=== register_n_bits_flat ===
**register_n_bits_flat: congestion heat map**

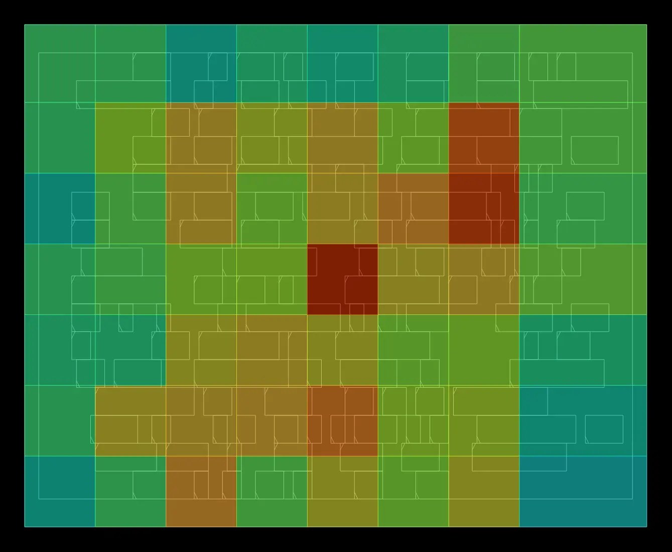
**register_n_bits_flat: signal wires on met1**

Scale: 4 px per um.
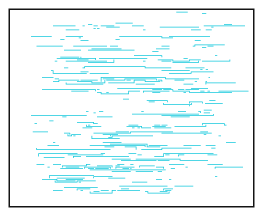
File: config.mk
export PLATFORM = sky130hd
export DESIGN_NAME = register_n_bits_flat
export DESIGN_NICKNAME = d
export VERILOG_FILES = /design/src/rtl/register_pkg.sv /design/src/rtl/register_n_bits_if.sv /design/src/rtl/register_n_bits_burst_ctrl.sv /design/src/rtl/register_n_bits.sv /design/src/flat_wrapper.sv
export SDC_FILE = /design/constraint.sdc
export NUM_CORES = 1
export LEC_CHECK = 0
export ABC_AREA = 0
export CELL_PAD_IN_SITES_DETAIL_PLACEMENT = 1
export CELL_PAD_IN_SITES_GLOBAL_PLACEMENT = 1
export CORE_ASPECT_RATIO = 0.8
export CORE_MARGIN = 1
export CORE_UTILIZATION = 34
export DETAILED_ROUTE_END_ITERATION = 8
export GPL_TIMING_DRIVEN = 0
export PLACE_DENSITY_LB_ADDON = 0.3
export SYNTH_ARGS = -nofsm -noshare
export SYNTH_HDL_FRONTEND = slang
export SYNTH_SLANG_ARGS = --single-unit
File: constraint.sdc
create_clock -name CLK -period 1.5 [get_ports CLK]
set_input_delay 0.45 -clock CLK [delete_from_list [all_inputs] [get_ports CLK]]
set_output_delay 0.45 -clock CLK [all_outputs]
set_load 0.02 [all_outputs]
File: src/rtl/register_pkg.sv
// ---------------------------------------------------------------------------
// register_pkg
// Shared codes for the N-bit universal shift register and its burst
// controller: operating-mode codes seen on MODO, shift direction codes on
// DIR, the burst FSM encoding and the per-cycle datapath operation select.
// ---------------------------------------------------------------------------
package register_pkg;

    // Operating modes selected by MODO while the register is idle.
    typedef enum logic [1:0] {
        MODO_SHIFT = 2'b00,
        MODO_ROT   = 2'b01,
        MODO_LOAD  = 2'b10,
        MODO_HOLD  = 2'b11
    } modo_t;

    // Shift direction: left moves bits toward the MSB, right toward the LSB.
    typedef enum logic {
        DIR_LEFT  = 1'b0,
        DIR_RIGHT = 1'b1
    } dir_t;

    // Burst controller states.
    typedef enum logic {
        ST_IDLE  = 1'b0,
        ST_BURST = 1'b1
    } state_t;

    // What the datapath does to Q and S_OUT on the coming edge.
    typedef enum logic [1:0] {
        OP_HOLD  = 2'b00,
        OP_LOAD  = 2'b01,
        OP_SHIFT = 2'b10,
        OP_ROT   = 2'b11
    } op_t;

    // Width of a counter able to hold the value 'width' exactly.
    function automatic int cnt_width(input int width);
        return $clog2(width + 1);
    endfunction

endpackage

File: src/rtl/register_n_bits_if.sv
// ---------------------------------------------------------------------------
// register_n_bits_if
// Control and data bundle of the shift register.
//   ENB    global enable              DIR    shift direction (0 left, 1 right)
//   S_IN   serial input               MODO   idle operating mode
//   D      parallel load data         START  burst request
//   Q      register contents          S_OUT  last bit shifted/rotated out
//   BUSY   burst in progress          DONE   one-cycle burst completion pulse
//   CNT    remaining burst shifts
// The master modport belongs to whoever drives the controls; the slave
// modport is the register itself.
// ---------------------------------------------------------------------------
interface register_n_bits_if
    import register_pkg::*;
#(
    parameter int WIDTH = 8
);
    localparam int CNT_W = cnt_width(WIDTH);

    logic             ENB;
    logic             DIR;
    logic             S_IN;
    logic [1:0]       MODO;
    logic [WIDTH-1:0] D;
    logic             START;
    logic [WIDTH-1:0] Q;
    logic             S_OUT;
    logic             BUSY;
    logic             DONE;
    logic [CNT_W-1:0] CNT;

    modport master (
        output ENB, DIR, S_IN, MODO, D, START,
        input  Q, S_OUT, BUSY, DONE, CNT
    );

    modport slave (
        input  ENB, DIR, S_IN, MODO, D, START,
        output Q, S_OUT, BUSY, DONE, CNT
    );

endinterface

File: src/rtl/register_n_bits_burst_ctrl.sv
// ---------------------------------------------------------------------------
// burst_ctrl
// Sequencer of the shift register. While idle it translates MODO (or a
// START request) into a datapath operation; while bursting it issues one
// shift per enabled cycle and counts the remaining shifts down to zero,
// then pulses DONE and returns to idle.
// Ports:
//   CLK, RESET_L   clock, asynchronous active-low reset
//   enb            global enable, 0 freezes everything except DONE clearing
//   start          burst request, only honoured while idle
//   modo           idle operating mode
//   op             operation for the datapath on the coming edge
//   busy, done     burst handshake (registered)
//   cnt            remaining burst shifts (registered)
// ---------------------------------------------------------------------------
module burst_ctrl
    import register_pkg::*;
#(
    parameter int WIDTH = 8,
    parameter int CNT_W = cnt_width(WIDTH)
) (
    input  logic             CLK,
    input  logic             RESET_L,
    input  logic             enb,
    input  logic             start,
    input  logic [1:0]       modo,
    output op_t              op,
    output logic             busy,
    output logic             done,
    output logic [CNT_W-1:0] cnt
);

    localparam logic [CNT_W-1:0] CNT_FULL = CNT_W'(WIDTH);
    localparam logic [CNT_W-1:0] CNT_ONE  = CNT_W'(1);

    state_t           state, state_nxt;
    logic [CNT_W-1:0] cnt_nxt;
    logic             busy_nxt;
    logic             done_nxt;

    always_ff @(posedge CLK or negedge RESET_L) begin
        if (!RESET_L) begin
            state <= ST_IDLE;
            cnt   <= '0;
            busy  <= 1'b0;
            done  <= 1'b0;
        end else begin
            state <= state_nxt;
            cnt   <= cnt_nxt;
            busy  <= busy_nxt;
            done  <= done_nxt;
        end
    end

    // DONE is a pulse, so it defaults low every cycle, even when disabled;
    // every other piece of state defaults to holding its value.
    always_comb begin
        state_nxt = state;
        cnt_nxt   = cnt;
        busy_nxt  = busy;
        done_nxt  = 1'b0;
        op        = OP_HOLD;

        if (enb) begin
            case (state)
                ST_IDLE: begin
                    // A burst request outranks whatever MODO asks for.
                    if (start) begin
                        op        = OP_LOAD;
                        cnt_nxt   = CNT_FULL;
                        busy_nxt  = 1'b1;
                        state_nxt = ST_BURST;
                    end else begin
                        case (modo)
                            MODO_SHIFT: op = OP_SHIFT;
                            MODO_ROT:   op = OP_ROT;
                            MODO_LOAD:  op = OP_LOAD;
                            default:    op = OP_HOLD;
                        endcase
                    end
                end
                ST_BURST: begin
                    op      = OP_SHIFT;
                    cnt_nxt = cnt - CNT_ONE;
                    if (cnt == CNT_ONE) begin
                        busy_nxt  = 1'b0;
                        done_nxt  = 1'b1;
                        state_nxt = ST_IDLE;
                    end
                end
                default: begin
                    state_nxt = ST_IDLE;
                end
            endcase
        end
    end

endmodule

File: src/rtl/register_n_bits.sv
// ---------------------------------------------------------------------------
// register_n_bits
// WIDTH-bit universal shift register with shift, rotate, parallel load and
// hold modes, plus an autonomous burst mode that loads D and then shifts it
// out serially over WIDTH enabled cycles (parallel-to-serial conversion).
// Ports:
//   CLK       clock, all state changes on the rising edge
//   RESET_L   asynchronous active-low reset
//   bus       register_n_bits_if slave: ENB, DIR, S_IN, MODO, D, START in;
//             Q, S_OUT, BUSY, DONE, CNT out
// ---------------------------------------------------------------------------
module register_n_bits
    import register_pkg::*;
#(
    parameter int WIDTH = 8
) (
    input  logic               CLK,
    input  logic               RESET_L,
    register_n_bits_if.slave   bus
);

    localparam int CNT_W = cnt_width(WIDTH);

    op_t              op;
    logic [WIDTH-1:0] q, q_nxt;
    logic             s_out, s_out_nxt;
    logic             departing;
    logic             fill;
    logic [WIDTH-1:0] shifted;

    burst_ctrl #(
        .WIDTH (WIDTH),
        .CNT_W (CNT_W)
    ) u_burst_ctrl (
        .CLK     (CLK),
        .RESET_L (RESET_L),
        .enb     (bus.ENB),
        .start   (bus.START),
        .modo    (bus.MODO),
        .op      (op),
        .busy    (bus.BUSY),
        .done    (bus.DONE),
        .cnt     (bus.CNT)
    );

    // Shift and rotate share one shifter; the only difference is whether
    // the vacated bit is filled from S_IN or from the bit that just left.
    always_comb begin
        departing = (bus.DIR == DIR_RIGHT) ? q[0] : q[WIDTH-1];
        fill      = (op == OP_ROT) ? departing : bus.S_IN;
        shifted   = (bus.DIR == DIR_RIGHT) ? {fill, q[WIDTH-1:1]}
                                           : {q[WIDTH-2:0], fill};

        q_nxt     = q;
        s_out_nxt = s_out;
        case (op)
            OP_LOAD: q_nxt = bus.D;
            OP_SHIFT,
            OP_ROT: begin
                q_nxt     = shifted;
                s_out_nxt = departing;
            end
            default: ;
        endcase
    end

    always_ff @(posedge CLK or negedge RESET_L) begin
        if (!RESET_L) begin
            q     <= '0;
            s_out <= 1'b0;
        end else begin
            q     <= q_nxt;
            s_out <= s_out_nxt;
        end
    end

    assign bus.Q     = q;
    assign bus.S_OUT = s_out;

endmodule
File: src/flat_wrapper.sv
// flat-port wrapper written by rule: the top's interface ports become plain ports
module register_n_bits_flat import register_pkg::*;
#(
    parameter int WIDTH = 8
)
  (CLK, RESET_L, bus_ENB, bus_DIR, bus_S_IN, bus_MODO, bus_D, bus_START, bus_Q, bus_S_OUT, bus_BUSY, bus_DONE, bus_CNT);
  register_n_bits_if #(.WIDTH(WIDTH)) bus_i ();
  input  logic CLK;
  input  logic RESET_L;
  input wire logic [$bits(bus_i.ENB)-1:0] bus_ENB;
  input wire logic [$bits(bus_i.DIR)-1:0] bus_DIR;
  input wire logic [$bits(bus_i.S_IN)-1:0] bus_S_IN;
  input wire logic [$bits(bus_i.MODO)-1:0] bus_MODO;
  input wire logic [$bits(bus_i.D)-1:0] bus_D;
  input wire logic [$bits(bus_i.START)-1:0] bus_START;
  output wire logic [$bits(bus_i.Q)-1:0] bus_Q;
  output wire logic [$bits(bus_i.S_OUT)-1:0] bus_S_OUT;
  output wire logic [$bits(bus_i.BUSY)-1:0] bus_BUSY;
  output wire logic [$bits(bus_i.DONE)-1:0] bus_DONE;
  output wire logic [$bits(bus_i.CNT)-1:0] bus_CNT;
  assign bus_i.ENB = bus_ENB;
  assign bus_i.DIR = bus_DIR;
  assign bus_i.S_IN = bus_S_IN;
  assign bus_i.MODO = bus_MODO;
  assign bus_i.D = bus_D;
  assign bus_i.START = bus_START;
  assign bus_Q = bus_i.Q;
  assign bus_S_OUT = bus_i.S_OUT;
  assign bus_BUSY = bus_i.BUSY;
  assign bus_DONE = bus_i.DONE;
  assign bus_CNT = bus_i.CNT;
  register_n_bits #(.WIDTH(WIDTH)) u_core (.CLK(CLK), .RESET_L(RESET_L), .bus(bus_i));
endmodule
==> impl_metrics.env <==
# implementation run metrics
export IMPL_sh_seq_area_pct=28.7
export IMPL_synthMuxAreaShare_pct=26.3
export IMPL_ys_sh_simple_pct=10.1
export IMPL_core_sq_um=2520
export IMPL_comb_area_share_pct=37.0
export IMPL_rows=16
export IMPL_layout_drive_gt1_share_pct=34.1
export IMPL_setup_tns_ns=0
export IMPL_fp_dieW_um=60.7
export IMPL_final_setup_skew_ns=0.00261
export IMPL_p_total_mw=2.55
export IMPL_place_ws_ns=-0.981
export IMPL_clock_area_share_pct=2.59
export IMPL_sequentialPowerShare_pct=32.8
export IMPL_dp_hpwl_mm=1.77
export IMPL_status="complete, no violations"
export IMPL_ys_seq_share_pct=42.7
export IMPL_clk_pin_slew_ns=0.10
export IMPL_edf_count=0
export IMPL_slowest_delay_ns=0.25
export IMPL_ys_flop_type="dfrtp_1"
export IMPL_finalWeightedCongestion=0.797
export IMPL_synthArstFlopShare_pct=100
export IMPL_synthTopCellsByArea="dfrtp_1 43%, mux2i_1 20%, ha_1 6.7%"
export IMPL_synth_avg_cell_area_sq_um=11.2
export IMPL_synth_top_area_share_pct=42.7
export IMPL_relSlewSlack_pct=49.8
export IMPL_fp_util_pct=37.2
export IMPL_cts_buffer_depth=2
export IMPL_cp_num_buf_inv=3
export IMPL_bufAreaShareNonClock_pct=26.0
export IMPL_ir_drop_uv=662
export IMPL_sw_frac_of_total_pct=42.0
export IMPL_final_util_pct=55.6
export IMPL_antenna_found_initial=0
export IMPL_ys_cells=84
export IMPL_endpoint_kind="flip-flop"
export IMPL_flop_area_sq_um=403
export IMPL_required_ns=1.68
export IMPL_final_nets=148
export IMPL_clockRootBuffer="clkbuf_4"
export IMPL_p_leak_nw=0.722
export IMPL_synth_top_cells_by_count="19 x mux2i_1, 16 x dfrtp_1, 11 x nand2_1"
export IMPL_worstPathCellList="buf_4, inv_12, ha_4, o211ai_4, buf_4, mux2i_1, mux2i_1"
export IMPL_ys_ff=16
export IMPL_mi_logic_area_sq_um=519
export IMPL_power_density_nw_per_um2=1820
export IMPL_detail_route_wl_per_cell_um=15.1
## Picture notes: 'congestion heat map' of register_n_bits_flat
met2 Track Usage GR: 28.9%
met1 Usage GRT: 24.1%
all-layer global routing usage: 18.1%
met3 GRT Util: 5.57%

## Picture notes: 'signal wires on met1' of register_n_bits_flat
longest straight run = 18.9 um
wire length on this layer = 1,100 um
nets with wire on the layer = 119
drt total wl: 2.45 mm
Via Count: 797


=== vga_frame_compositor ===
**vga_frame_compositor: zoomed window**

Window x 38 to 63, y 84 to 109 um. Cells in grey, sequential cells in the stronger grey; small squares are vias.
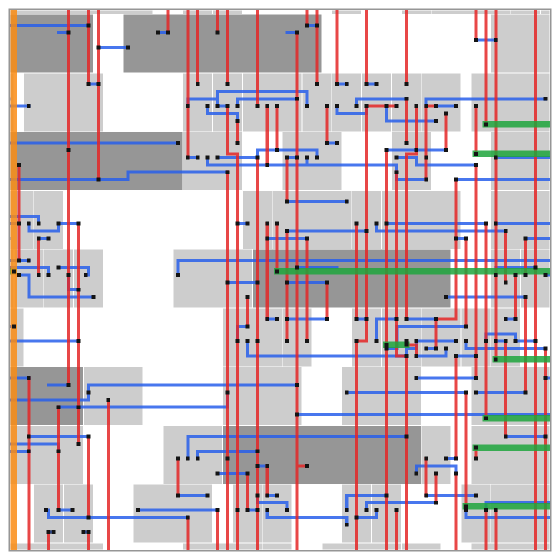
**vga_frame_compositor: signal wires on met1**

Scale: 3 px per um.
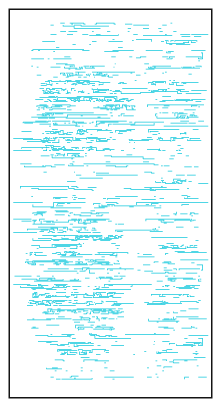
**config.mk**
```make
export PLATFORM = sky130hd
export DESIGN_NAME = vga_frame_compositor
export DESIGN_NICKNAME = d
export VERILOG_FILES = /design/src/rtl/vga_pkg.sv /design/src/rtl/vga_timing.sv /design/src/rtl/vga_frame_compositor.sv
export SDC_FILE = /design/constraint.sdc
export NUM_CORES = 1
export LEC_CHECK = 0
export ABC_AREA = 1
export CORE_AREA = 3 3 64 126
export DETAILED_ROUTE_END_ITERATION = 12
export DIE_AREA = 0 0 67 129
export PLACE_DENSITY = 0.78
export RECOVER_POWER = 25
export SYNTH_ARGS = -nofsm -noshare
export SYNTH_HDL_FRONTEND = slang
export SYNTH_HIERARCHICAL = 1
export SYNTH_SLANG_ARGS = --single-unit
```
**constraint.sdc**
```tcl
create_clock -name i_clk_25 -period 2.6 [get_ports i_clk_25]
set_clock_uncertainty 0.1 [all_clocks]
set_input_delay 0.52 -clock i_clk_25 [delete_from_list [all_inputs] [get_ports i_clk_25]]
set_output_delay 0.52 -clock i_clk_25 [all_outputs]
set_load 0.02 [all_outputs]
```
**src/rtl/vga_pkg.sv**
```systemverilog
// Shared timing defaults and types for the VGA scan generator and compositor.
// Coordinates are signed so blanking is negative and active video starts at 0.
package vga_pkg;

    localparam int H_RES_DEF  = 640;
    localparam int H_FP_DEF   = 16;
    localparam int H_SYNC_DEF = 96;
    localparam int H_BP_DEF   = 48;
    localparam int V_RES_DEF  = 480;
    localparam int V_FP_DEF   = 10;
    localparam int V_SYNC_DEF = 2;
    localparam int V_BP_DEF   = 33;

    typedef logic [11:0]        colr_t;
    typedef logic signed [15:0] coord_t;

    // Raw scan qualifiers; hs/vs are active low, de high in active video.
    typedef struct packed {
        logic hs;
        logic vs;
        logic de;
    } sync_t;

    localparam sync_t SYNC_IDLE = '{hs: 1'b1, vs: 1'b1, de: 1'b0};

endpackage

```
**src/rtl/vga_timing.sv**
```systemverilog
// Scan counter: signed sx/sy, registered line/frame strobes and raw sync/de
// decoded combinationally from the current counter values.
module vga_timing
    import vga_pkg::*;
#(
    parameter int H_RES  = H_RES_DEF,
    parameter int H_FP   = H_FP_DEF,
    parameter int H_SYNC = H_SYNC_DEF,
    parameter int H_BP   = H_BP_DEF,
    parameter int V_RES  = V_RES_DEF,
    parameter int V_FP   = V_FP_DEF,
    parameter int V_SYNC = V_SYNC_DEF,
    parameter int V_BP   = V_BP_DEF
) (
    input  logic   clk,
    input  logic   rst_n,
    output coord_t sx,
    output coord_t sy,
    output logic   line,
    output logic   frame,
    output sync_t  sync_raw
);

    localparam coord_t H_STA  = coord_t'(-(H_FP + H_SYNC + H_BP));
    localparam coord_t HS_STA = coord_t'(-(H_SYNC + H_BP));
    localparam coord_t HS_END = coord_t'(-H_BP - 1);
    localparam coord_t HA_END = coord_t'(H_RES - 1);
    localparam coord_t V_STA  = coord_t'(-(V_FP + V_SYNC + V_BP));
    localparam coord_t VS_STA = coord_t'(-(V_SYNC + V_BP));
    localparam coord_t VS_END = coord_t'(-V_BP - 1);
    localparam coord_t VA_END = coord_t'(V_RES - 1);

    coord_t sx_q, sx_d;
    coord_t sy_q, sy_d;
    logic   line_q, line_d;
    logic   frame_q, frame_d;

    always_comb begin
        sx_d = sx_q + 16'sd1;
        sy_d = sy_q;
        if (sx_q == HA_END) begin
            sx_d = H_STA;
            if (sy_q == VA_END) begin
                sy_d = V_STA;
            end else begin
                sy_d = sy_q + 16'sd1;
            end
        end
        // Strobes are computed from the next count so they land with it.
        line_d  = (sx_d == H_STA);
        frame_d = line_d && (sy_d == V_STA);
    end

    always_ff @(posedge clk or negedge rst_n) begin
        if (!rst_n) begin
            sx_q    <= H_STA;
            sy_q    <= V_STA;
            line_q  <= 1'b0;
            frame_q <= 1'b0;
        end else begin
            sx_q    <= sx_d;
            sy_q    <= sy_d;
            line_q  <= line_d;
            frame_q <= frame_d;
        end
    end

    always_comb begin
        sync_raw    = SYNC_IDLE;
        sync_raw.hs = !((sx_q >= HS_STA) && (sx_q <= HS_END));
        sync_raw.vs = !((sy_q >= VS_STA) && (sy_q <= VS_END));
        sync_raw.de = (sx_q >= 16'sd0) && (sy_q >= 16'sd0);
    end

    assign sx    = sx_q;
    assign sy    = sy_q;
    assign line  = line_q;
    assign frame = frame_q;

endmodule

```
**src/rtl/vga_frame_compositor.sv**
```systemverilog
// Scan timing plus layer compositing: raw sync/de are delayed to meet the
// layers' pipeline, the highest-priority drawing layer wins, outputs registered.
module vga_frame_compositor
    import vga_pkg::*;
#(
    parameter int    H_RES      = H_RES_DEF,
    parameter int    H_FP       = H_FP_DEF,
    parameter int    H_SYNC     = H_SYNC_DEF,
    parameter int    H_BP       = H_BP_DEF,
    parameter int    V_RES      = V_RES_DEF,
    parameter int    V_FP       = V_FP_DEF,
    parameter int    V_SYNC     = V_SYNC_DEF,
    parameter int    V_BP       = V_BP_DEF,
    parameter int    NUM_LAYERS = 4,
    parameter int    LAYER_LAT  = 2,
    parameter colr_t BG_COLR    = 12'h000,
    parameter bit    TRANS_EN   = 1'b0,
    parameter colr_t TRANS_KEY  = 12'hF0F
) (
    input  logic                       i_clk_25,
    input  logic                       i_rst_n,
    output coord_t                     sx,
    output coord_t                     sy,
    output logic                       line,
    output logic                       frame,
    input  logic [12*NUM_LAYERS-1:0]   layer_colr,
    input  logic [NUM_LAYERS-1:0]      layer_drawing,
    output logic [3:0]                 o_vga_r,
    output logic [3:0]                 o_vga_g,
    output logic [3:0]                 o_vga_b,
    output logic                       o_hsync,
    output logic                       o_vsync,
    output logic                       o_blank_n
);

    sync_t sync_raw;
    sync_t sync_al;

    vga_timing #(
        .H_RES  (H_RES),
        .H_FP   (H_FP),
        .H_SYNC (H_SYNC),
        .H_BP   (H_BP),
        .V_RES  (V_RES),
        .V_FP   (V_FP),
        .V_SYNC (V_SYNC),
        .V_BP   (V_BP)
    ) u_timing (
        .clk      (i_clk_25),
        .rst_n    (i_rst_n),
        .sx       (sx),
        .sy       (sy),
        .line     (line),
        .frame    (frame),
        .sync_raw (sync_raw)
    );

    generate
        if (LAYER_LAT == 0) begin : g_no_dly
            assign sync_al = sync_raw;
        end else begin : g_dly
            sync_t dly_q [LAYER_LAT];
            sync_t dly_d [LAYER_LAT];

            always_comb begin
                dly_d[0] = sync_raw;
                for (int i = 1; i < LAYER_LAT; i++) begin
                    dly_d[i] = dly_q[i-1];
                end
            end

            always_ff @(posedge i_clk_25 or negedge i_rst_n) begin
                if (!i_rst_n) begin
                    for (int i = 0; i < LAYER_LAT; i++) begin
                        dly_q[i] <= SYNC_IDLE;
                    end
                end else begin
                    for (int i = 0; i < LAYER_LAT; i++) begin
                        dly_q[i] <= dly_d[i];
                    end
                end
            end

            assign sync_al = dly_q[LAYER_LAT-1];
        end
    endgenerate

    colr_t pix_colr;
    colr_t lay_c;
    logic  found;

    // Lowest index wins; a keyed colour counts as not drawing when enabled.
    always_comb begin
        pix_colr = BG_COLR;
        found    = 1'b0;
        lay_c    = '0;
        for (int k = 0; k < NUM_LAYERS; k++) begin
            lay_c = layer_colr[12*k +: 12];
            if (!found && layer_drawing[k] && !(TRANS_EN && (lay_c == TRANS_KEY))) begin
                pix_colr = lay_c;
                found    = 1'b1;
            end
        end
    end

    colr_t rgb_q, rgb_d;
    logic  hsync_q, hsync_d;
    logic  vsync_q, vsync_d;
    logic  blank_n_q, blank_n_d;

    always_comb begin
        rgb_d     = sync_al.de ? pix_colr : 12'h000;
        hsync_d   = sync_al.hs;
        vsync_d   = sync_al.vs;
        blank_n_d = sync_al.de;
    end

    always_ff @(posedge i_clk_25 or negedge i_rst_n) begin
        if (!i_rst_n) begin
            rgb_q     <= 12'h000;
            hsync_q   <= 1'b1;
            vsync_q   <= 1'b1;
            blank_n_q <= 1'b0;
        end else begin
            rgb_q     <= rgb_d;
            hsync_q   <= hsync_d;
            vsync_q   <= vsync_d;
            blank_n_q <= blank_n_d;
        end
    end

    assign o_vga_r   = rgb_q[11:8];
    assign o_vga_g   = rgb_q[7:4];
    assign o_vga_b   = rgb_q[3:0];
    assign o_hsync   = hsync_q;
    assign o_vsync   = vsync_q;
    assign o_blank_n = blank_n_q;

endmodule

```
==> impl_metrics.env <==
# implementation run metrics
export IMPL_via_per_inst=5.06
export IMPL_hold_path_endpoint="hsync_d$_DFF_PN1_"
export IMPL_powerClk_uw=708
export IMPL_comb_cells=343
export IMPL_setup_violations=0
export IMPL_relSlewSlack_pct=6.04
export IMPL_worst_pin_slew_ns=1.41
export IMPL_placed_cell_area_sq_um=4440
export IMPL_clk_latency_ns=0.30
export IMPL_bufAreaShareNonClock_pct=23.2
export IMPL_power_leader="sequential cells"
export IMPL_sh_seq_area_pct=30.8
export IMPL_core_sq_um=7270
export IMPL_dr_wl_met3_um=783
export IMPL_inverters=61
export IMPL_pg_comb_uw=227
export IMPL_p_sw_uw=445
export IMPL_synth_adder_area_share_pct=2.24
export IMPL_path_depth=11
export IMPL_cts_resized=0
export IMPL_cp_max_fo=10
export IMPL_dpl_cell_count=660
export IMPL_edf_count=0
export IMPL_postCtsSetupBuffers=0
export IMPL_seq_cell_count=55
export IMPL_tool_warnings=31
export IMPL_min_from="g_dly.dly_d[2]$_DFF_PN1_"
export IMPL_overflow=0
export IMPL_slew_violations=0
export IMPL_timing_rr_end="u_timing/frame$_DFF_PN0_"
export IMPL_crit_family="simple AND/OR/NAND/NOR gates"
export IMPL_critPathLaunch="u_timing/sx[0]$_DFF_PN0_"
export IMPL_antenna_left=0
export IMPL_cp_num_buf_inv=1
export IMPL_status="complete, no violations"
export IMPL_cp_common_cell="nand3_1"
export IMPL_reg2reg_depth=11
export IMPL_finalWeightedCongestion=0.959
export IMPL_final_util_pct=63.2
## Picture notes: 'zoomed window' of vga_frame_compositor
red -> metal 2
blue -> metal 1
orange -> metal 4
green -> metal 3
most frequent = nand2_1 (17), clkdlybuf4s50_1 (14), nor2_1 (6)
sequential cells in the window = 4
netlist names of flops here include = `rgb_q` (3), `u_timing/sx` (1)
cells with their middle in the window = 56

## Picture notes: 'signal wires on met1' of vga_frame_compositor
nets with wire on the layer = 569
main direction = horizontal
wire length on this layer = 3,340 um
met1 Usage GRT: 22.4%
Via Count: 3,382
drt total wl: 9.67 mm


=== seq_mult_param ===
[config.mk]
export PLATFORM = sky130hd
export DESIGN_NAME = seq_mult_param
export DESIGN_NICKNAME = d
export VERILOG_FILES = /design/src/rtl/seq_mult_param.sv
export SDC_FILE = /design/constraint.sdc
export NUM_CORES = 1
export LEC_CHECK = 0
export CORE_ASPECT_RATIO = 0.75
export CORE_MARGIN = 2
export CORE_UTILIZATION = 46
export CTS_BUF_LIST = sky130_fd_sc_hd__clkbuf_4 sky130_fd_sc_hd__clkbuf_8
export CTS_CLUSTER_DIAMETER = 60
export DETAILED_ROUTE_END_ITERATION = 10
export GPL_TIMING_DRIVEN = 0
export HOLD_SLACK_MARGIN = 0.06
export PLACE_DENSITY = 0.71
export SYNTH_ARGS = -nofsm -noshare
export SYNTH_HDL_FRONTEND = slang
export SYNTH_SLANG_ARGS = --single-unit
[constraint.sdc]
create_clock -name clk -period 5.45 [get_ports clk]
set_input_delay 0.8175 -clock clk [delete_from_list [all_inputs] [get_ports clk]]
set_output_delay 0.8175 -clock clk [all_outputs]
set_load 0.01 [all_outputs]
[src/rtl/seq_mult_param.sv]
// Parametrised shift-add multiplier: one multiplier bit per clock, start/done/busy handshake.
// Define SEQ_MULT_SIGNED_EN to treat A and B as two's complement (sign-magnitude around the unsigned core).
module seq_mult_param #(
  parameter int unsigned WIDTH = 8
) (
  input  logic               clk,
  input  logic               reset,
  input  logic               start,
  input  logic [WIDTH-1:0]   A,
  input  logic [WIDTH-1:0]   B,
  output logic [2*WIDTH-1:0] result,
  output logic               done,
  output logic               busy
);

  localparam int unsigned CNT_W = $clog2(WIDTH) + 1;
  localparam int unsigned PW    = 2 * WIDTH;

  typedef enum logic [1:0] {ST_IDLE, ST_RUN, ST_DONE} state_e;

  state_e            state_q, state_d;
  logic [PW-1:0]     mcand_q, mcand_d;
  logic [PW-1:0]     acc_q, acc_d;
  logic [PW-1:0]     result_q, result_d;
  logic [WIDTH-1:0]  mplier_q, mplier_d;
  logic [CNT_W-1:0]  cnt_q, cnt_d;
  logic              busy_q, done_q;
  logic [WIDTH-1:0]  a_mag, b_mag;
  logic [PW-1:0]     acc_sum, acc_fin;
  logic              operand_zero;

`ifdef SEQ_MULT_SIGNED_EN
  logic neg_q, neg_d;

  // Magnitudes as WIDTH-bit unsigned; the most negative value maps onto 2^(WIDTH-1).
  assign a_mag   = A[WIDTH-1] ? (~A + WIDTH'(1)) : A;
  assign b_mag   = B[WIDTH-1] ? (~B + WIDTH'(1)) : B;
  assign acc_fin = neg_q ? (~acc_sum + PW'(1)) : acc_sum;
`else
  assign a_mag   = A;
  assign b_mag   = B;
  assign acc_fin = acc_sum;
`endif

  assign operand_zero = (A == '0) || (B == '0);
  assign acc_sum      = mplier_q[0] ? (acc_q + mcand_q) : acc_q;

  // Next-state and datapath update.
  always_comb begin
    state_d  = state_q;
    mcand_d  = mcand_q;
    acc_d    = acc_q;
    result_d = result_q;
    mplier_d = mplier_q;
    cnt_d    = cnt_q;
`ifdef SEQ_MULT_SIGNED_EN
    neg_d    = neg_q;
`endif
    case (state_q)
      ST_IDLE, ST_DONE: begin
        state_d = ST_IDLE;
        if (start) begin
          mcand_d  = {{WIDTH{1'b0}}, a_mag};
          mplier_d = b_mag;
          acc_d    = '0;
          cnt_d    = '0;
`ifdef SEQ_MULT_SIGNED_EN
          neg_d    = A[WIDTH-1] ^ B[WIDTH-1];
`endif
          if (operand_zero) begin
            state_d  = ST_DONE;
            result_d = '0;
          end else begin
            state_d  = ST_RUN;
          end
        end
      end
      ST_RUN: begin
        acc_d    = acc_sum;
        mcand_d  = mcand_q << 1;
        mplier_d = mplier_q >> 1;
        cnt_d    = cnt_q + CNT_W'(1);
        if (cnt_q == CNT_W'(WIDTH - 1)) begin
          result_d = acc_fin;
          state_d  = ST_DONE;
        end
      end
      default: state_d = ST_IDLE;
    endcase
  end

  always_ff @(posedge clk or negedge reset) begin
    if (!reset) begin
      state_q  <= ST_IDLE;
      mcand_q  <= '0;
      acc_q    <= '0;
      result_q <= '0;
      mplier_q <= '0;
      cnt_q    <= '0;
      busy_q   <= 1'b0;
      done_q   <= 1'b0;
`ifdef SEQ_MULT_SIGNED_EN
      neg_q    <= 1'b0;
`endif
    end else begin
      state_q  <= state_d;
      mcand_q  <= mcand_d;
      acc_q    <= acc_d;
      result_q <= result_d;
      mplier_q <= mplier_d;
      cnt_q    <= cnt_d;
      busy_q   <= (state_d == ST_RUN);
      done_q   <= (state_d == ST_DONE);
`ifdef SEQ_MULT_SIGNED_EN
      neg_q    <= neg_d;
`endif
    end
  end

  assign result = result_q;
  assign done   = done_q;
  assign busy   = busy_q;

endmodule

==> impl_metrics.env <==
# implementation run metrics
export IMPL_postCtsSetupBuffers=0
export IMPL_cts_buffer_depth=2
export IMPL_ys_cells=372
export IMPL_clkSinkCount=64
export IMPL_status="complete, no violations"
export IMPL_finalHoldViolations=0
export IMPL_dr_wl_met3_um=679
export IMPL_worst_pin_slew_ns=0.809
export IMPL_tritoncts="built"
export IMPL_synth_avg_cell_area_sq_um=9.54
export IMPL_largest_area_cell="dfrtp_1"
export IMPL_grt_pass1_wl_mm=15.2
export IMPL_met2_length_mm=3.97
export IMPL_min_from="result[2]$_DFFE_PN0P_"
export IMPL_power_density_nw_per_um2=623
export IMPL_final_setup_skew_ns=0.00911
export IMPL_p_sw_mw=1.14
export IMPL_area_growth_pct=20.3
export IMPL_finalWorstSetupSlack_ns=2.61
export IMPL_placed_cell_area_sq_um=4030
export IMPL_largest_cell_class="combinational gates"
export IMPL_dpl_cell_count=509
export IMPL_grtUsageTotal_pct=23.5
export IMPL_clkPwrFrac_pct=18.0
export IMPL_edf_count=0
export IMPL_grt_use_met2_pct=34.2
export IMPL_r2r_slack_ns=2.61
export IMPL_rows=27
export IMPL_drv_cap=0
export IMPL_antenna_found_initial=0
export IMPL_ir_drop_uv=304
export IMPL_ys_warn_count=0
export IMPL_overflow=0
export IMPL_min_period_ns=2.84
export IMPL_cp_max_fo=3
export IMPL_die_area_sq_um=8440
export IMPL_period_used_pct=52.1
export IMPL_pg_comb_mw=1.36
export IMPL_cts_resized=0
export IMPL_worstPathCellList="ha_1, fa_1, a211oi_1, o21ai_0, a21oi_1, mux2_2, a31oi_1, mux2_2"
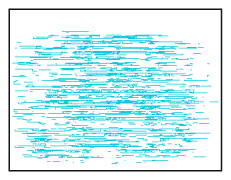
**Above:** seq_mult_param (signal wires on met1).
Scale: 2 px per um.
share of all routed wire = 48%
longest straight run = 43.2 um
main direction = horizontal
nets with wire on the layer = 417
drt total wl: 9.37 mm
Via Count: 3,106
met1 Usage GRT: 34.6%

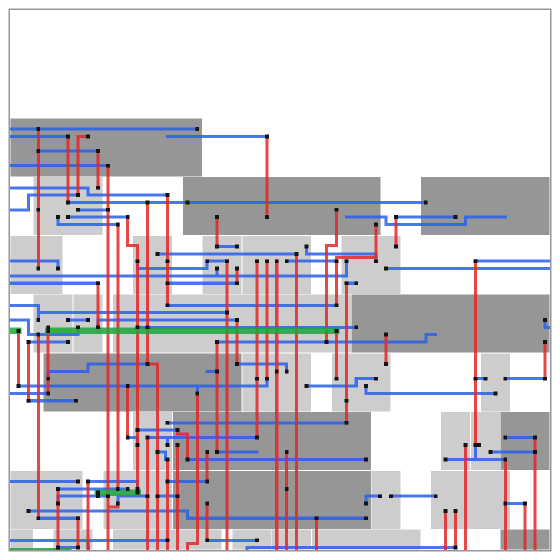
**Above:** seq_mult_param (zoomed window).
Window x 67 to 92, y 48 to 73 um. Cells in grey, sequential cells in the stronger grey; small squares are vias.
blue -> metal 1
green -> metal 3
red -> metal 2
netlist names of flops here include = `acc_q` (3), `mcand_q` (2), `result` (2)
cells with their middle in the window = 26
most frequent = dfrtp_1 (7)
sequential cells in the window = 7


=== z80_int_ctrl ===
**z80_int_ctrl: sequential cells grouped by signal name**

Scale: 6 px per um. Other sequential cells in the stronger grey, the rest of the logic in the fainter grey.
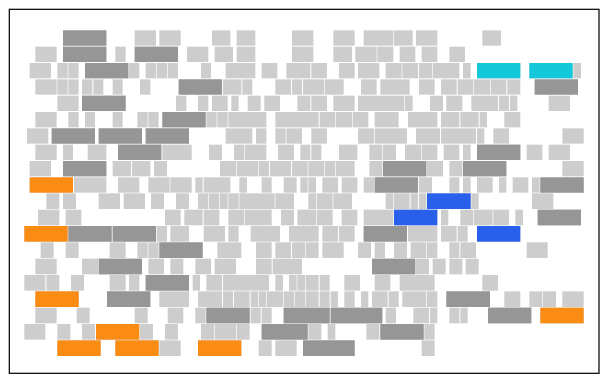
==> config.mk <==
export PLATFORM = sky130hd
export DESIGN_NAME = z80_int_ctrl
export DESIGN_NICKNAME = d
export VERILOG_FILES = /design/src/rtl/z80_ic_pkg.sv /design/src/rtl/z80_ic_prio.sv /design/src/rtl/z80_int_ctrl.sv
export SDC_FILE = /design/constraint.sdc
export NUM_CORES = 1
export LEC_CHECK = 0
export CAP_MARGIN = 20
export CORE_ASPECT_RATIO = 0.6
export CORE_MARGIN = 2
export CORE_UTILIZATION = 45
export DETAILED_ROUTE_END_ITERATION = 10
export PLACE_DENSITY_LB_ADDON = 0.12
export SYNTH_ARGS = -nofsm -noshare
export SYNTH_HDL_FRONTEND = slang
export SYNTH_HIERARCHICAL = 1
export SYNTH_SLANG_ARGS = --single-unit
==> constraint.sdc <==
create_clock -name clk -period 2.1 [get_ports clk]
set_input_delay 0.63 -clock clk [delete_from_list [all_inputs] [get_ports clk]]
set_output_delay 0.63 -clock clk [all_outputs]
set_load 0.005 [all_outputs]
==> src/rtl/z80_ic_pkg.sv <==
// rtl/z80_ic_pkg.sv - shared types, port defaults and vector helpers for the Z80 interrupt controller
package z80_ic_pkg;

    typedef enum logic [1:0] {
        IDLE = 2'd0,
        ACK  = 2'd1,
        IO   = 2'd2
    } ic_state_t;

    localparam int         DEF_N_SRC     = 8;
    localparam logic [7:0] DEF_VEC_BASE  = 8'h00;
    localparam logic [7:0] DEF_MASK_PORT = 8'hE0;
    localparam logic [7:0] DEF_EOI_PORT  = 8'hE1;
    localparam logic [7:0] DEF_STAT_PORT = 8'hE2;

    // Offset of the spurious vector: the slot just past the last real source.
    function automatic logic [7:0] spurious_offset(input int n_src);
        return 8'(n_src * 2);
    endfunction

    // IM2 vector for a source index; two bytes per table entry, 8-bit wrap.
    function automatic logic [7:0] vector_of(input logic [7:0] base, input logic [7:0] idx);
        return base + {idx[6:0], 1'b0};
    endfunction

endpackage

==> src/rtl/z80_ic_prio.sv <==
// rtl/z80_ic_prio.sv - combinational lowest-index-wins priority encoder
module z80_ic_prio #(
    parameter int W  = 8,
    parameter int IW = (W > 1) ? $clog2(W) : 1
) (
    input  logic [W-1:0]  req,
    output logic          valid,
    output logic [IW-1:0] idx
);

    // Scan from the top down so the lowest set index is the last one written.
    always_comb begin
        valid = |req;
        idx   = '0;
        for (int i = W - 1; i >= 0; i--) begin
            if (req[i]) begin
                idx = IW'(i);
            end
        end
    end

endmodule

==> src/rtl/z80_int_ctrl.sv <==
// rtl/z80_int_ctrl.sv - vectored IM2 interrupt controller with mask, nesting and EOI over Z80 I/O ports
module z80_int_ctrl
    import z80_ic_pkg::*;
#(
    parameter int         N_SRC     = DEF_N_SRC,
    parameter logic [7:0] VEC_BASE  = DEF_VEC_BASE,
    parameter logic [7:0] MASK_PORT = DEF_MASK_PORT,
    parameter logic [7:0] EOI_PORT  = DEF_EOI_PORT,
    parameter logic [7:0] STAT_PORT = DEF_STAT_PORT
) (
    input  logic             clk,
    input  logic             rst_L,
    input  logic [N_SRC-1:0] irq,
    input  logic [7:0]       addr_lo,
    input  logic [7:0]       data_in,
    output logic [7:0]       data_out,
    output logic             data_oe,
    input  logic             M1_L,
    input  logic             IORQ_L,
    input  logic             RD_L,
    input  logic             WR_L,
    output logic             INT_L
);

    localparam int IW = (N_SRC > 1) ? $clog2(N_SRC) : 1;

    ic_state_t        state;
    ic_state_t        state_nxt;

    logic [N_SRC-1:0] irq_q;
    logic [N_SRC-1:0] pending;
    logic [N_SRC-1:0] mask;
    logic [N_SRC-1:0] in_service;
    logic [N_SRC-1:0] pending_nxt;
    logic [N_SRC-1:0] in_service_nxt;

    logic             ack_valid;
    logic [IW-1:0]    ack_idx;

    logic [N_SRC-1:0] limit;
    logic [N_SRC-1:0] eligible;
    logic             win;
    logic [IW-1:0]    win_idx;
    logic             is_valid;
    logic [IW-1:0]    is_idx;

    logic [7:0]       mask_ext;
    logic [7:0]       pend_ext;

    logic             ack_cyc;
    logic             io_cyc;
    logic             io_wr;
    logic             hit_mask;
    logic             hit_eoi;
    logic             hit_stat;
    logic             port_hit;

    logic             oe_nxt;
    logic [7:0]       dout_nxt;
    logic             mask_we;
    logic             eoi_do;
    logic             ack_take;
    logic             ack_rel;

    // Bus cycle decode; a write strobe takes precedence if both strobes are low.
    always_comb begin
        ack_cyc  = !M1_L && !IORQ_L;
        io_cyc   = M1_L && !IORQ_L && (!RD_L || !WR_L);
        io_wr    = !WR_L;
        hit_mask = (addr_lo == MASK_PORT);
        hit_eoi  = (addr_lo == EOI_PORT);
        hit_stat = (addr_lo == STAT_PORT);
        port_hit = hit_mask || hit_eoi || hit_stat;
    end

    // Lowest in-service source, used both to fence eligibility and to pick the EOI target.
    z80_ic_prio #(.W(N_SRC), .IW(IW)) u_is_prio (
        .req   (in_service),
        .valid (is_valid),
        .idx   (is_idx)
    );

    // Only sources strictly more urgent than the one being serviced may interrupt.
    always_comb begin
        limit = '1;
        if (is_valid) begin
            for (int i = 0; i < N_SRC; i++) begin
                limit[i] = (IW'(i) < is_idx);
            end
        end
        eligible = pending & ~mask & limit;
    end

    z80_ic_prio #(.W(N_SRC), .IW(IW)) u_win_prio (
        .req   (eligible),
        .valid (win),
        .idx   (win_idx)
    );

    // Zero-extended register images for port reads.
    always_comb begin
        mask_ext               = '0;
        pend_ext               = '0;
        mask_ext[N_SRC-1:0]    = mask;
        pend_ext[N_SRC-1:0]    = pending;
    end

    // FSM state register.
    always_ff @(posedge clk) begin
        if (!rst_L) begin
            state <= IDLE;
        end else begin
            state <= state_nxt;
        end
    end

    // FSM next-state: enter on an ack or a decoded port access, leave when IORQ_L releases.
    always_comb begin
        state_nxt = state;
        case (state)
            IDLE: begin
                if (ack_cyc) begin
                    state_nxt = ACK;
                end else if (io_cyc && port_hit) begin
                    state_nxt = IO;
                end
            end
            ACK: if (IORQ_L) state_nxt = IDLE;
            IO:  if (IORQ_L) state_nxt = IDLE;
            default: state_nxt = IDLE;
        endcase
    end

    // FSM outputs: bus drive values and one-shot register actions taken on entry/exit.
    always_comb begin
        oe_nxt   = data_oe;
        dout_nxt = data_out;
        mask_we  = 1'b0;
        eoi_do   = 1'b0;
        ack_take = 1'b0;
        ack_rel  = 1'b0;
        case (state)
            IDLE: begin
                oe_nxt = 1'b0;
                if (ack_cyc) begin
                    ack_take = 1'b1;
                    oe_nxt   = 1'b1;
                    dout_nxt = win ? vector_of(VEC_BASE, 8'(win_idx))
                                   : VEC_BASE + spurious_offset(N_SRC);
                end else if (io_cyc && port_hit) begin
                    if (io_wr) begin
                        mask_we = hit_mask;
                        eoi_do  = hit_eoi;
                    end else if (hit_mask) begin
                        oe_nxt   = 1'b1;
                        dout_nxt = mask_ext;
                    end else if (hit_stat) begin
                        oe_nxt   = 1'b1;
                        dout_nxt = pend_ext;
                    end
                end
            end
            ACK: begin
                if (IORQ_L) begin
                    oe_nxt   = 1'b0;
                    dout_nxt = 8'h00;
                    ack_rel  = 1'b1;
                end
            end
            IO: begin
                if (IORQ_L) begin
                    oe_nxt   = 1'b0;
                    dout_nxt = 8'h00;
                end
            end
            default: begin
                oe_nxt   = 1'b0;
                dout_nxt = 8'h00;
            end
        endcase
    end

    // Next pending/in-service: a fresh edge beats a same-cycle clear, EOI drops the innermost level.
    always_comb begin
        pending_nxt    = pending;
        in_service_nxt = in_service;
        if (ack_rel && ack_valid) begin
            pending_nxt[ack_idx]    = 1'b0;
            in_service_nxt[ack_idx] = 1'b1;
        end
        if (eoi_do && is_valid) begin
            in_service_nxt[is_idx] = 1'b0;
        end
        pending_nxt = pending_nxt | (irq & ~irq_q);
    end

    // Datapath registers and the registered INT_L / bus outputs.
    always_ff @(posedge clk) begin
        if (!rst_L) begin
            irq_q      <= '0;
            pending    <= '0;
            mask       <= '1;
            in_service <= '0;
            ack_valid  <= 1'b0;
            ack_idx    <= '0;
            data_oe    <= 1'b0;
            data_out   <= 8'h00;
            INT_L      <= 1'b1;
        end else begin
            irq_q      <= irq;
            pending    <= pending_nxt;
            in_service <= in_service_nxt;
            data_oe    <= oe_nxt;
            data_out   <= dout_nxt;
            INT_L      <= (state == ACK) ? 1'b1 : ~win;
            if (mask_we) begin
                mask <= data_in[N_SRC-1:0];
            end
            if (ack_take) begin
                ack_valid <= win;
                ack_idx   <= win_idx;
            end
        end
    end

endmodule

==> impl_metrics.env <==
# implementation run metrics
export IMPL_cp_arrival_ns=2.51
export IMPL_sequentialPowerShare_pct=55.8
export IMPL_setup_violations=7
export IMPL_dp_hpwl_mm=5.11
export IMPL_busiest_layer="met1"
export IMPL_dpl_cell_count=419
export IMPL_powerClk_uw=507
export IMPL_internal_power_mw=1.31
export IMPL_bufAreaShareNonClock_pct=22.7
export IMPL_synth_top_area_share_pct=40.2
export IMPL_grt_max_degree=29
export IMPL_synth_net_count=311
export IMPL_finalWorstSetupSlack_ns=-0.225
export IMPL_worst_pin_slew_ns=0.361
export IMPL_ioPinCount=40
export IMPL_inverters=5
export IMPL_cp_common_cell="buf_4"
export IMPL_hold_path_endpoint="data_oe$_SDFFE_PN0P_"
export IMPL_relSlewSlack_pct=75.6
export IMPL_instances_no_fill=430
export IMPL_synth_avg_cell_area_sq_um=8.56
export IMPL_dieHeight_um=60.4
export IMPL_status="finished, violations left"
export IMPL_clkSinkCount=48
export IMPL_violations="negative setup slack"
export IMPL_ys_cells=279
export IMPL_worstPathCellList="buf_4, nor4_4, and3b_2, buf_4, nor2b_4, nor3b_1, buf_4, nor2_1, nand3_1, a211o_1, nand2_1, o32ai_2"
## Picture notes: 'sequential cells grouped by signal name' of z80_int_ctrl
orange -> `irq_q`  # sequential cells 8
cyan -> `state`  # sequential cells 2
blue -> `ack_idx`  # sequential cells 3
not coloured = 35


=== req_arbiter_flat ===
**req_arbiter_flat: signal wires on met1**

Scale: 2 px per um.
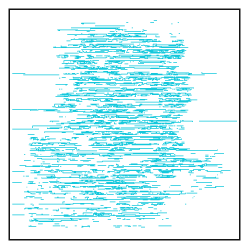
**req_arbiter_flat: congestion heat map**

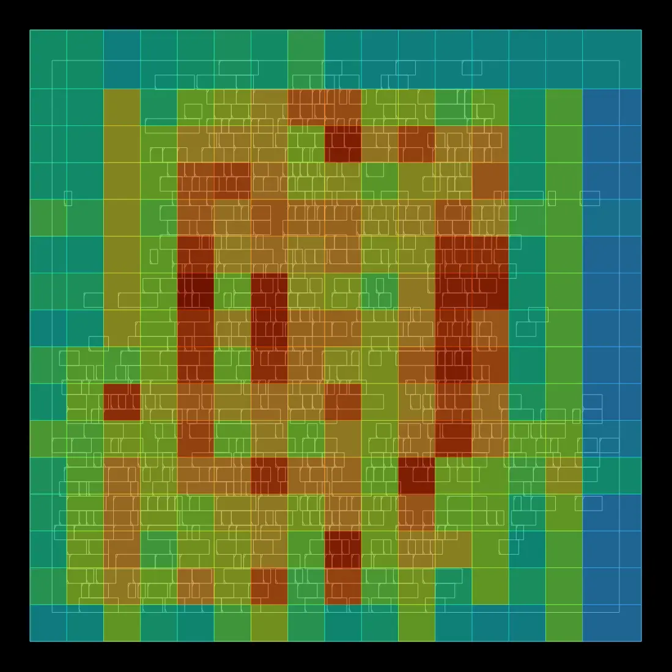
--- src/rtl/req_arbiter_pkg.sv ---
// Shared types for the requestor arbiter: node id width, FSM states and
// drop-counter width. node_id_t matches the chiplet-wide definition.
package req_arbiter_pkg;

    localparam int unsigned NODE_ID_W  = 5;
    localparam int unsigned DROP_CNT_W = 16;

    typedef logic [NODE_ID_W-1:0] node_id_t;

    typedef enum logic [1:0] {
        IDLE  = 2'd0,
        RUN   = 2'd1,
        DRAIN = 2'd2
    } arb_state_t;

endpackage

--- src/rtl/req_arbiter_if.sv ---
// Bus between the per-link CRC receive paths, the arbiter and the requestor
// FIFO write port, plus the software-visible status.
interface req_arbiter_if #(
    parameter int unsigned NUM_PORTS = 4,
    parameter int unsigned CNT_W     = 5
);
    import req_arbiter_pkg::*;

    logic                           enable;
    logic                           flush;
    logic [NUM_PORTS-1:0]           req_valid;
    logic [NUM_PORTS*NODE_ID_W-1:0] req_id;
    logic [CNT_W-1:0]               fifo_count;
    logic                           fifo_wen;
    node_id_t                       fifo_wdata;
    logic [NUM_PORTS-1:0]           held;
    logic [DROP_CNT_W-1:0]          drop_count;
    logic                           busy;

    modport slave (
        input  enable, flush, req_valid, req_id, fifo_count,
        output fifo_wen, fifo_wdata, held, drop_count, busy
    );

    modport master (
        output enable, flush, req_valid, req_id, fifo_count,
        input  fifo_wen, fifo_wdata, held, drop_count, busy
    );

endinterface

--- src/rtl/req_arbiter_rr_pick.sv ---
// Round-robin priority picker: first set bit of held_i searching from
// rr_ptr_i+1 upwards, modulo NUM_PORTS.
module rr_pick #(
    parameter int unsigned NUM_PORTS = 4
) (
    input  logic [NUM_PORTS-1:0]         held_i,
    input  logic [$clog2(NUM_PORTS)-1:0] rr_ptr_i,
    output logic                         grant_valid_o,
    output logic [$clog2(NUM_PORTS)-1:0] grant_idx_o
);
    localparam int unsigned PTR_W = $clog2(NUM_PORTS);

    int unsigned idx;

    // Walk offsets from farthest to nearest so the nearest match wins last.
    always_comb begin
        grant_valid_o = 1'b0;
        grant_idx_o   = '0;
        idx           = 0;
        for (int unsigned off = NUM_PORTS; off >= 1; off--) begin
            idx = (32'(rr_ptr_i) + off) % NUM_PORTS;
            if (held_i[idx[PTR_W-1:0]]) begin
                grant_valid_o = 1'b1;
                grant_idx_o   = idx[PTR_W-1:0];
            end
        end
    end

endmodule

--- src/rtl/req_arbiter.sv ---
// Round-robin arbiter merging per-port requester ids into the requestor FIFO
// write port, with one-entry holding registers and FIFO-space throttling.
module req_arbiter
    import req_arbiter_pkg::*;
#(
    parameter int unsigned NUM_PORTS  = 4,
    parameter int unsigned FIFO_DEPTH = 16,
    parameter int unsigned CNT_W      = 5
) (
    input logic         clk,
    input logic         rst,
    req_arbiter_if.slave bus
);
    localparam int unsigned PTR_W   = $clog2(NUM_PORTS);
    localparam int unsigned SPACE_W = CNT_W + 1;

    arb_state_t            state_q, state_d;
    logic [NUM_PORTS-1:0]  held_q, held_d;
    node_id_t              hold_id_q [NUM_PORTS];
    node_id_t              hold_id_d [NUM_PORTS];
    logic [PTR_W-1:0]      rr_ptr_q, rr_ptr_d;
    logic                  fifo_wen_q, fifo_wen_d;
    node_id_t              fifo_wdata_q, fifo_wdata_d;
    logic [DROP_CNT_W-1:0] drop_q, drop_d;

    logic                  pick_valid;
    logic [PTR_W-1:0]      pick_idx;
    logic [SPACE_W-1:0]    space;
    logic                  grant_en;
    logic [NUM_PORTS-1:0]  capture;
    logic [DROP_CNT_W:0]   drop_sum;

    rr_pick #(.NUM_PORTS(NUM_PORTS)) u_pick (
        .held_i        (held_q),
        .rr_ptr_i      (rr_ptr_q),
        .grant_valid_o (pick_valid),
        .grant_idx_o   (pick_idx)
    );

    always_comb begin
        // fifo_wen_q covers the write whose count update is not yet visible.
        space    = SPACE_W'(FIFO_DEPTH) - {1'b0, bus.fifo_count} - SPACE_W'(fifo_wen_q);
        grant_en = pick_valid && (state_q != IDLE) && !bus.flush && (space != '0);

        held_d    = held_q;
        hold_id_d = hold_id_q;
        capture   = '0;
        drop_sum  = {1'b0, drop_q};
        if (grant_en) begin
            held_d[pick_idx] = 1'b0;
        end
        for (int unsigned i = 0; i < NUM_PORTS; i++) begin
            if (bus.req_valid[i] && !bus.flush) begin
                if (state_q == RUN && (!held_q[i] || (grant_en && pick_idx == PTR_W'(i)))) begin
                    capture[i]   = 1'b1;
                    held_d[i]    = 1'b1;
                    hold_id_d[i] = bus.req_id[i*NODE_ID_W +: NODE_ID_W];
                end else begin
                    drop_sum = drop_sum + 1'b1;
                end
            end
        end
        if (bus.flush) begin
            held_d = '0;
        end
        drop_d = drop_sum[DROP_CNT_W] ? '1 : drop_sum[DROP_CNT_W-1:0];

        fifo_wen_d   = grant_en;
        fifo_wdata_d = grant_en ? hold_id_q[pick_idx] : fifo_wdata_q;
        rr_ptr_d     = grant_en ? pick_idx : rr_ptr_q;

        state_d = state_q;
        case (state_q)
            IDLE:    if (bus.enable) state_d = RUN;
            RUN:     if (!bus.enable) state_d = DRAIN;
            DRAIN: begin
                if (bus.enable) begin
                    state_d = RUN;
                end else if (held_q == '0 && !fifo_wen_q) begin
                    state_d = IDLE;
                end
            end
            default: state_d = IDLE;
        endcase
    end

    always_ff @(posedge clk) begin
        if (rst) begin
            state_q      <= IDLE;
            held_q       <= '0;
            hold_id_q    <= '{default: '0};
            rr_ptr_q     <= PTR_W'(NUM_PORTS - 1);
            fifo_wen_q   <= 1'b0;
            fifo_wdata_q <= '0;
            drop_q       <= '0;
        end else begin
            state_q      <= state_d;
            held_q       <= held_d;
            hold_id_q    <= hold_id_d;
            rr_ptr_q     <= rr_ptr_d;
            fifo_wen_q   <= fifo_wen_d;
            fifo_wdata_q <= fifo_wdata_d;
            drop_q       <= drop_d;
        end
    end

    assign bus.fifo_wen   = fifo_wen_q;
    assign bus.fifo_wdata = fifo_wdata_q;
    assign bus.held       = held_q;
    assign bus.drop_count = drop_q;
    assign bus.busy       = (state_q != IDLE) || (held_q != '0);

endmodule
--- src/flat_wrapper.sv ---
// flat-port wrapper written by rule: the top's interface ports become plain ports
module req_arbiter_flat import req_arbiter_pkg::*;
#(
    parameter int unsigned NUM_PORTS  = 4,
    parameter int unsigned FIFO_DEPTH = 16,
    parameter int unsigned CNT_W      = 5
)
  (clk, rst, bus_enable, bus_flush, bus_req_valid, bus_req_id, bus_fifo_count, bus_fifo_wen, bus_fifo_wdata, bus_held, bus_drop_count, bus_busy);
  req_arbiter_if #(.NUM_PORTS(NUM_PORTS), .CNT_W(CNT_W)) bus_i ();
  input logic clk;
  input logic rst;
  input wire logic [$bits(bus_i.enable)-1:0] bus_enable;
  input wire logic [$bits(bus_i.flush)-1:0] bus_flush;
  input wire logic [$bits(bus_i.req_valid)-1:0] bus_req_valid;
  input wire logic [$bits(bus_i.req_id)-1:0] bus_req_id;
  input wire logic [$bits(bus_i.fifo_count)-1:0] bus_fifo_count;
  output wire logic [$bits(bus_i.fifo_wen)-1:0] bus_fifo_wen;
  output wire logic [$bits(bus_i.fifo_wdata)-1:0] bus_fifo_wdata;
  output wire logic [$bits(bus_i.held)-1:0] bus_held;
  output wire logic [$bits(bus_i.drop_count)-1:0] bus_drop_count;
  output wire logic [$bits(bus_i.busy)-1:0] bus_busy;
  assign bus_i.enable = bus_enable;
  assign bus_i.flush = bus_flush;
  assign bus_i.req_valid = bus_req_valid;
  assign bus_i.req_id = bus_req_id;
  assign bus_i.fifo_count = bus_fifo_count;
  assign bus_fifo_wen = bus_i.fifo_wen;
  assign bus_fifo_wdata = bus_i.fifo_wdata;
  assign bus_held = bus_i.held;
  assign bus_drop_count = bus_i.drop_count;
  assign bus_busy = bus_i.busy;
  req_arbiter #(.NUM_PORTS(NUM_PORTS), .FIFO_DEPTH(FIFO_DEPTH), .CNT_W(CNT_W)) u_core (.clk(clk), .rst(rst), .bus(bus_i));
endmodule
--- config.mk ---
export PLATFORM = sky130hd
export DESIGN_NAME = req_arbiter_flat
export DESIGN_NICKNAME = d
export VERILOG_FILES = /design/src/rtl/req_arbiter_pkg.sv /design/src/rtl/req_arbiter_if.sv /design/src/rtl/req_arbiter_rr_pick.sv /design/src/rtl/req_arbiter.sv /design/src/flat_wrapper.sv
export SDC_FILE = /design/constraint.sdc
export NUM_CORES = 1
export LEC_CHECK = 0
export CORE_MARGIN = 4
export CORE_UTILIZATION = 40
export CTS_BUF_LIST = sky130_fd_sc_hd__clkbuf_4 sky130_fd_sc_hd__clkbuf_8
export DETAILED_ROUTE_END_ITERATION = 10
export GPL_TIMING_DRIVEN = 0
export PLACE_DENSITY = 0.72
export SETUP_SLACK_MARGIN = 0.3
export SLEW_MARGIN = 20
export SYNTH_ARGS = -nofsm -noshare
export SYNTH_HDL_FRONTEND = slang
export SYNTH_SLANG_ARGS = --single-unit
export TNS_END_PERCENT = 1
--- constraint.sdc ---
create_clock -name clk -period 15.15 [get_ports clk]
set_clock_uncertainty 0.15 [all_clocks]
set_input_delay 3.7875 -clock clk [delete_from_list [all_inputs] [get_ports clk]]
set_output_delay 3.7875 -clock clk [all_outputs]
set_load 0.005 [all_outputs]
==> impl_metrics.env <==
# implementation run metrics
export IMPL_final_nets=683
export IMPL_dr_wl_met3_um=894
export IMPL_hold_path_endpoint="u_core.bus.fifo_wdata[2]$_SDFFE_PP0P_"
export IMPL_relSlewSlack_pct=41.2
export IMPL_endpoint="u_core.bus.drop_count[15]$_SDFF_PP0_"
export IMPL_yosysMostFrequentCell="nand2_1"
export IMPL_dieHeight_um=115
export IMPL_ys_flop_type="dfxtp_1"
export IMPL_final_cell_mix="63 x nand2_1, 58 x clkdlybuf4s50_1, 53 x nor2_1"
export IMPL_status="complete, no violations"
export IMPL_route_vias_total=4638
export IMPL_cts_htree_levels=2
export IMPL_clkPwrFrac_pct=27.4
export IMPL_grt_pass1_vias=4421
export IMPL_final_util_pct=49.1
export IMPL_synth_distinct_cells=87
export IMPL_slew_violations=0
export IMPL_fp_util_pct=41.3
export IMPL_xor_share_pct=9.18
export IMPL_cts_buffer_depth=2
export IMPL_inverters=19
export IMPL_fp_dieW_um=115
export IMPL_finalHoldViolations=0
export IMPL_max_freq_ghz=0.100
export IMPL_cts_resized=0
export IMPL_p_leak_nw=1.88
## Picture notes: 'signal wires on met1' of req_arbiter_flat
main direction = horizontal
longest straight run = 40.0 um
share of all routed wire = 46%
nets with wire on the layer = 645
wire length on this layer = 6,190 um

## Picture notes: 'congestion heat map' of req_arbiter_flat
met2 Track Usage GR: 31.9%
met3 GRT Util: 2.96%



==> notes/layouts.md <==
Pictures saved along the way, in no particular order.

Sequential cells grouped by signal name.
panel A
Scale: 4 px per um. Other sequential cells in the stronger grey, the rest of the logic in the fainter grey.
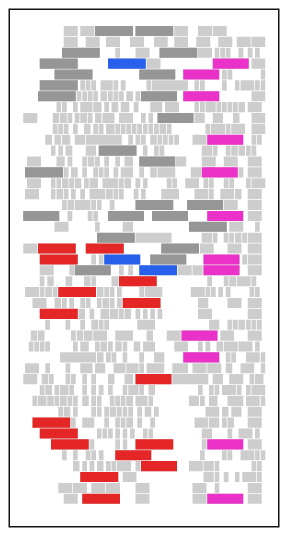
panel B
Scale: 8 px per um. Other sequential cells in the stronger grey, the rest of the logic in the fainter grey.
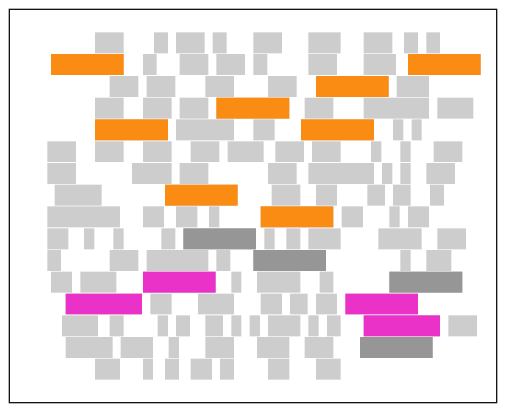
panel C
Scale: 4 px per um. Other sequential cells in the stronger grey, the rest of the logic in the fainter grey.
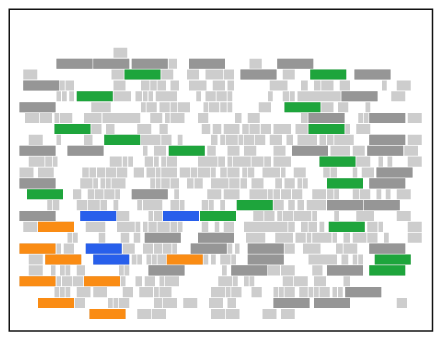
panel D
Scale: 4 px per um. Other sequential cells in the stronger grey, the rest of the logic in the fainter grey.
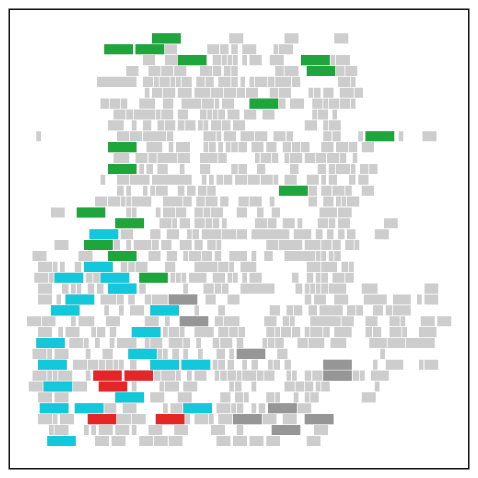
panel A -> vga_frame_compositor
panel B -> register_n_bits_flat
panel D -> req_arbiter_flat
panel C -> seq_mult_param
Of these, largest die: panel D
Of these, smallest die: panel B

Key to panel D:
green -> `u_core.bus.drop_count`  # sequential cells 16
cyan -> `u_core.hold_id_q`  # sequential cells 20
red -> `u_core.bus.fifo_wdata`  # sequential cells 5, where south-west

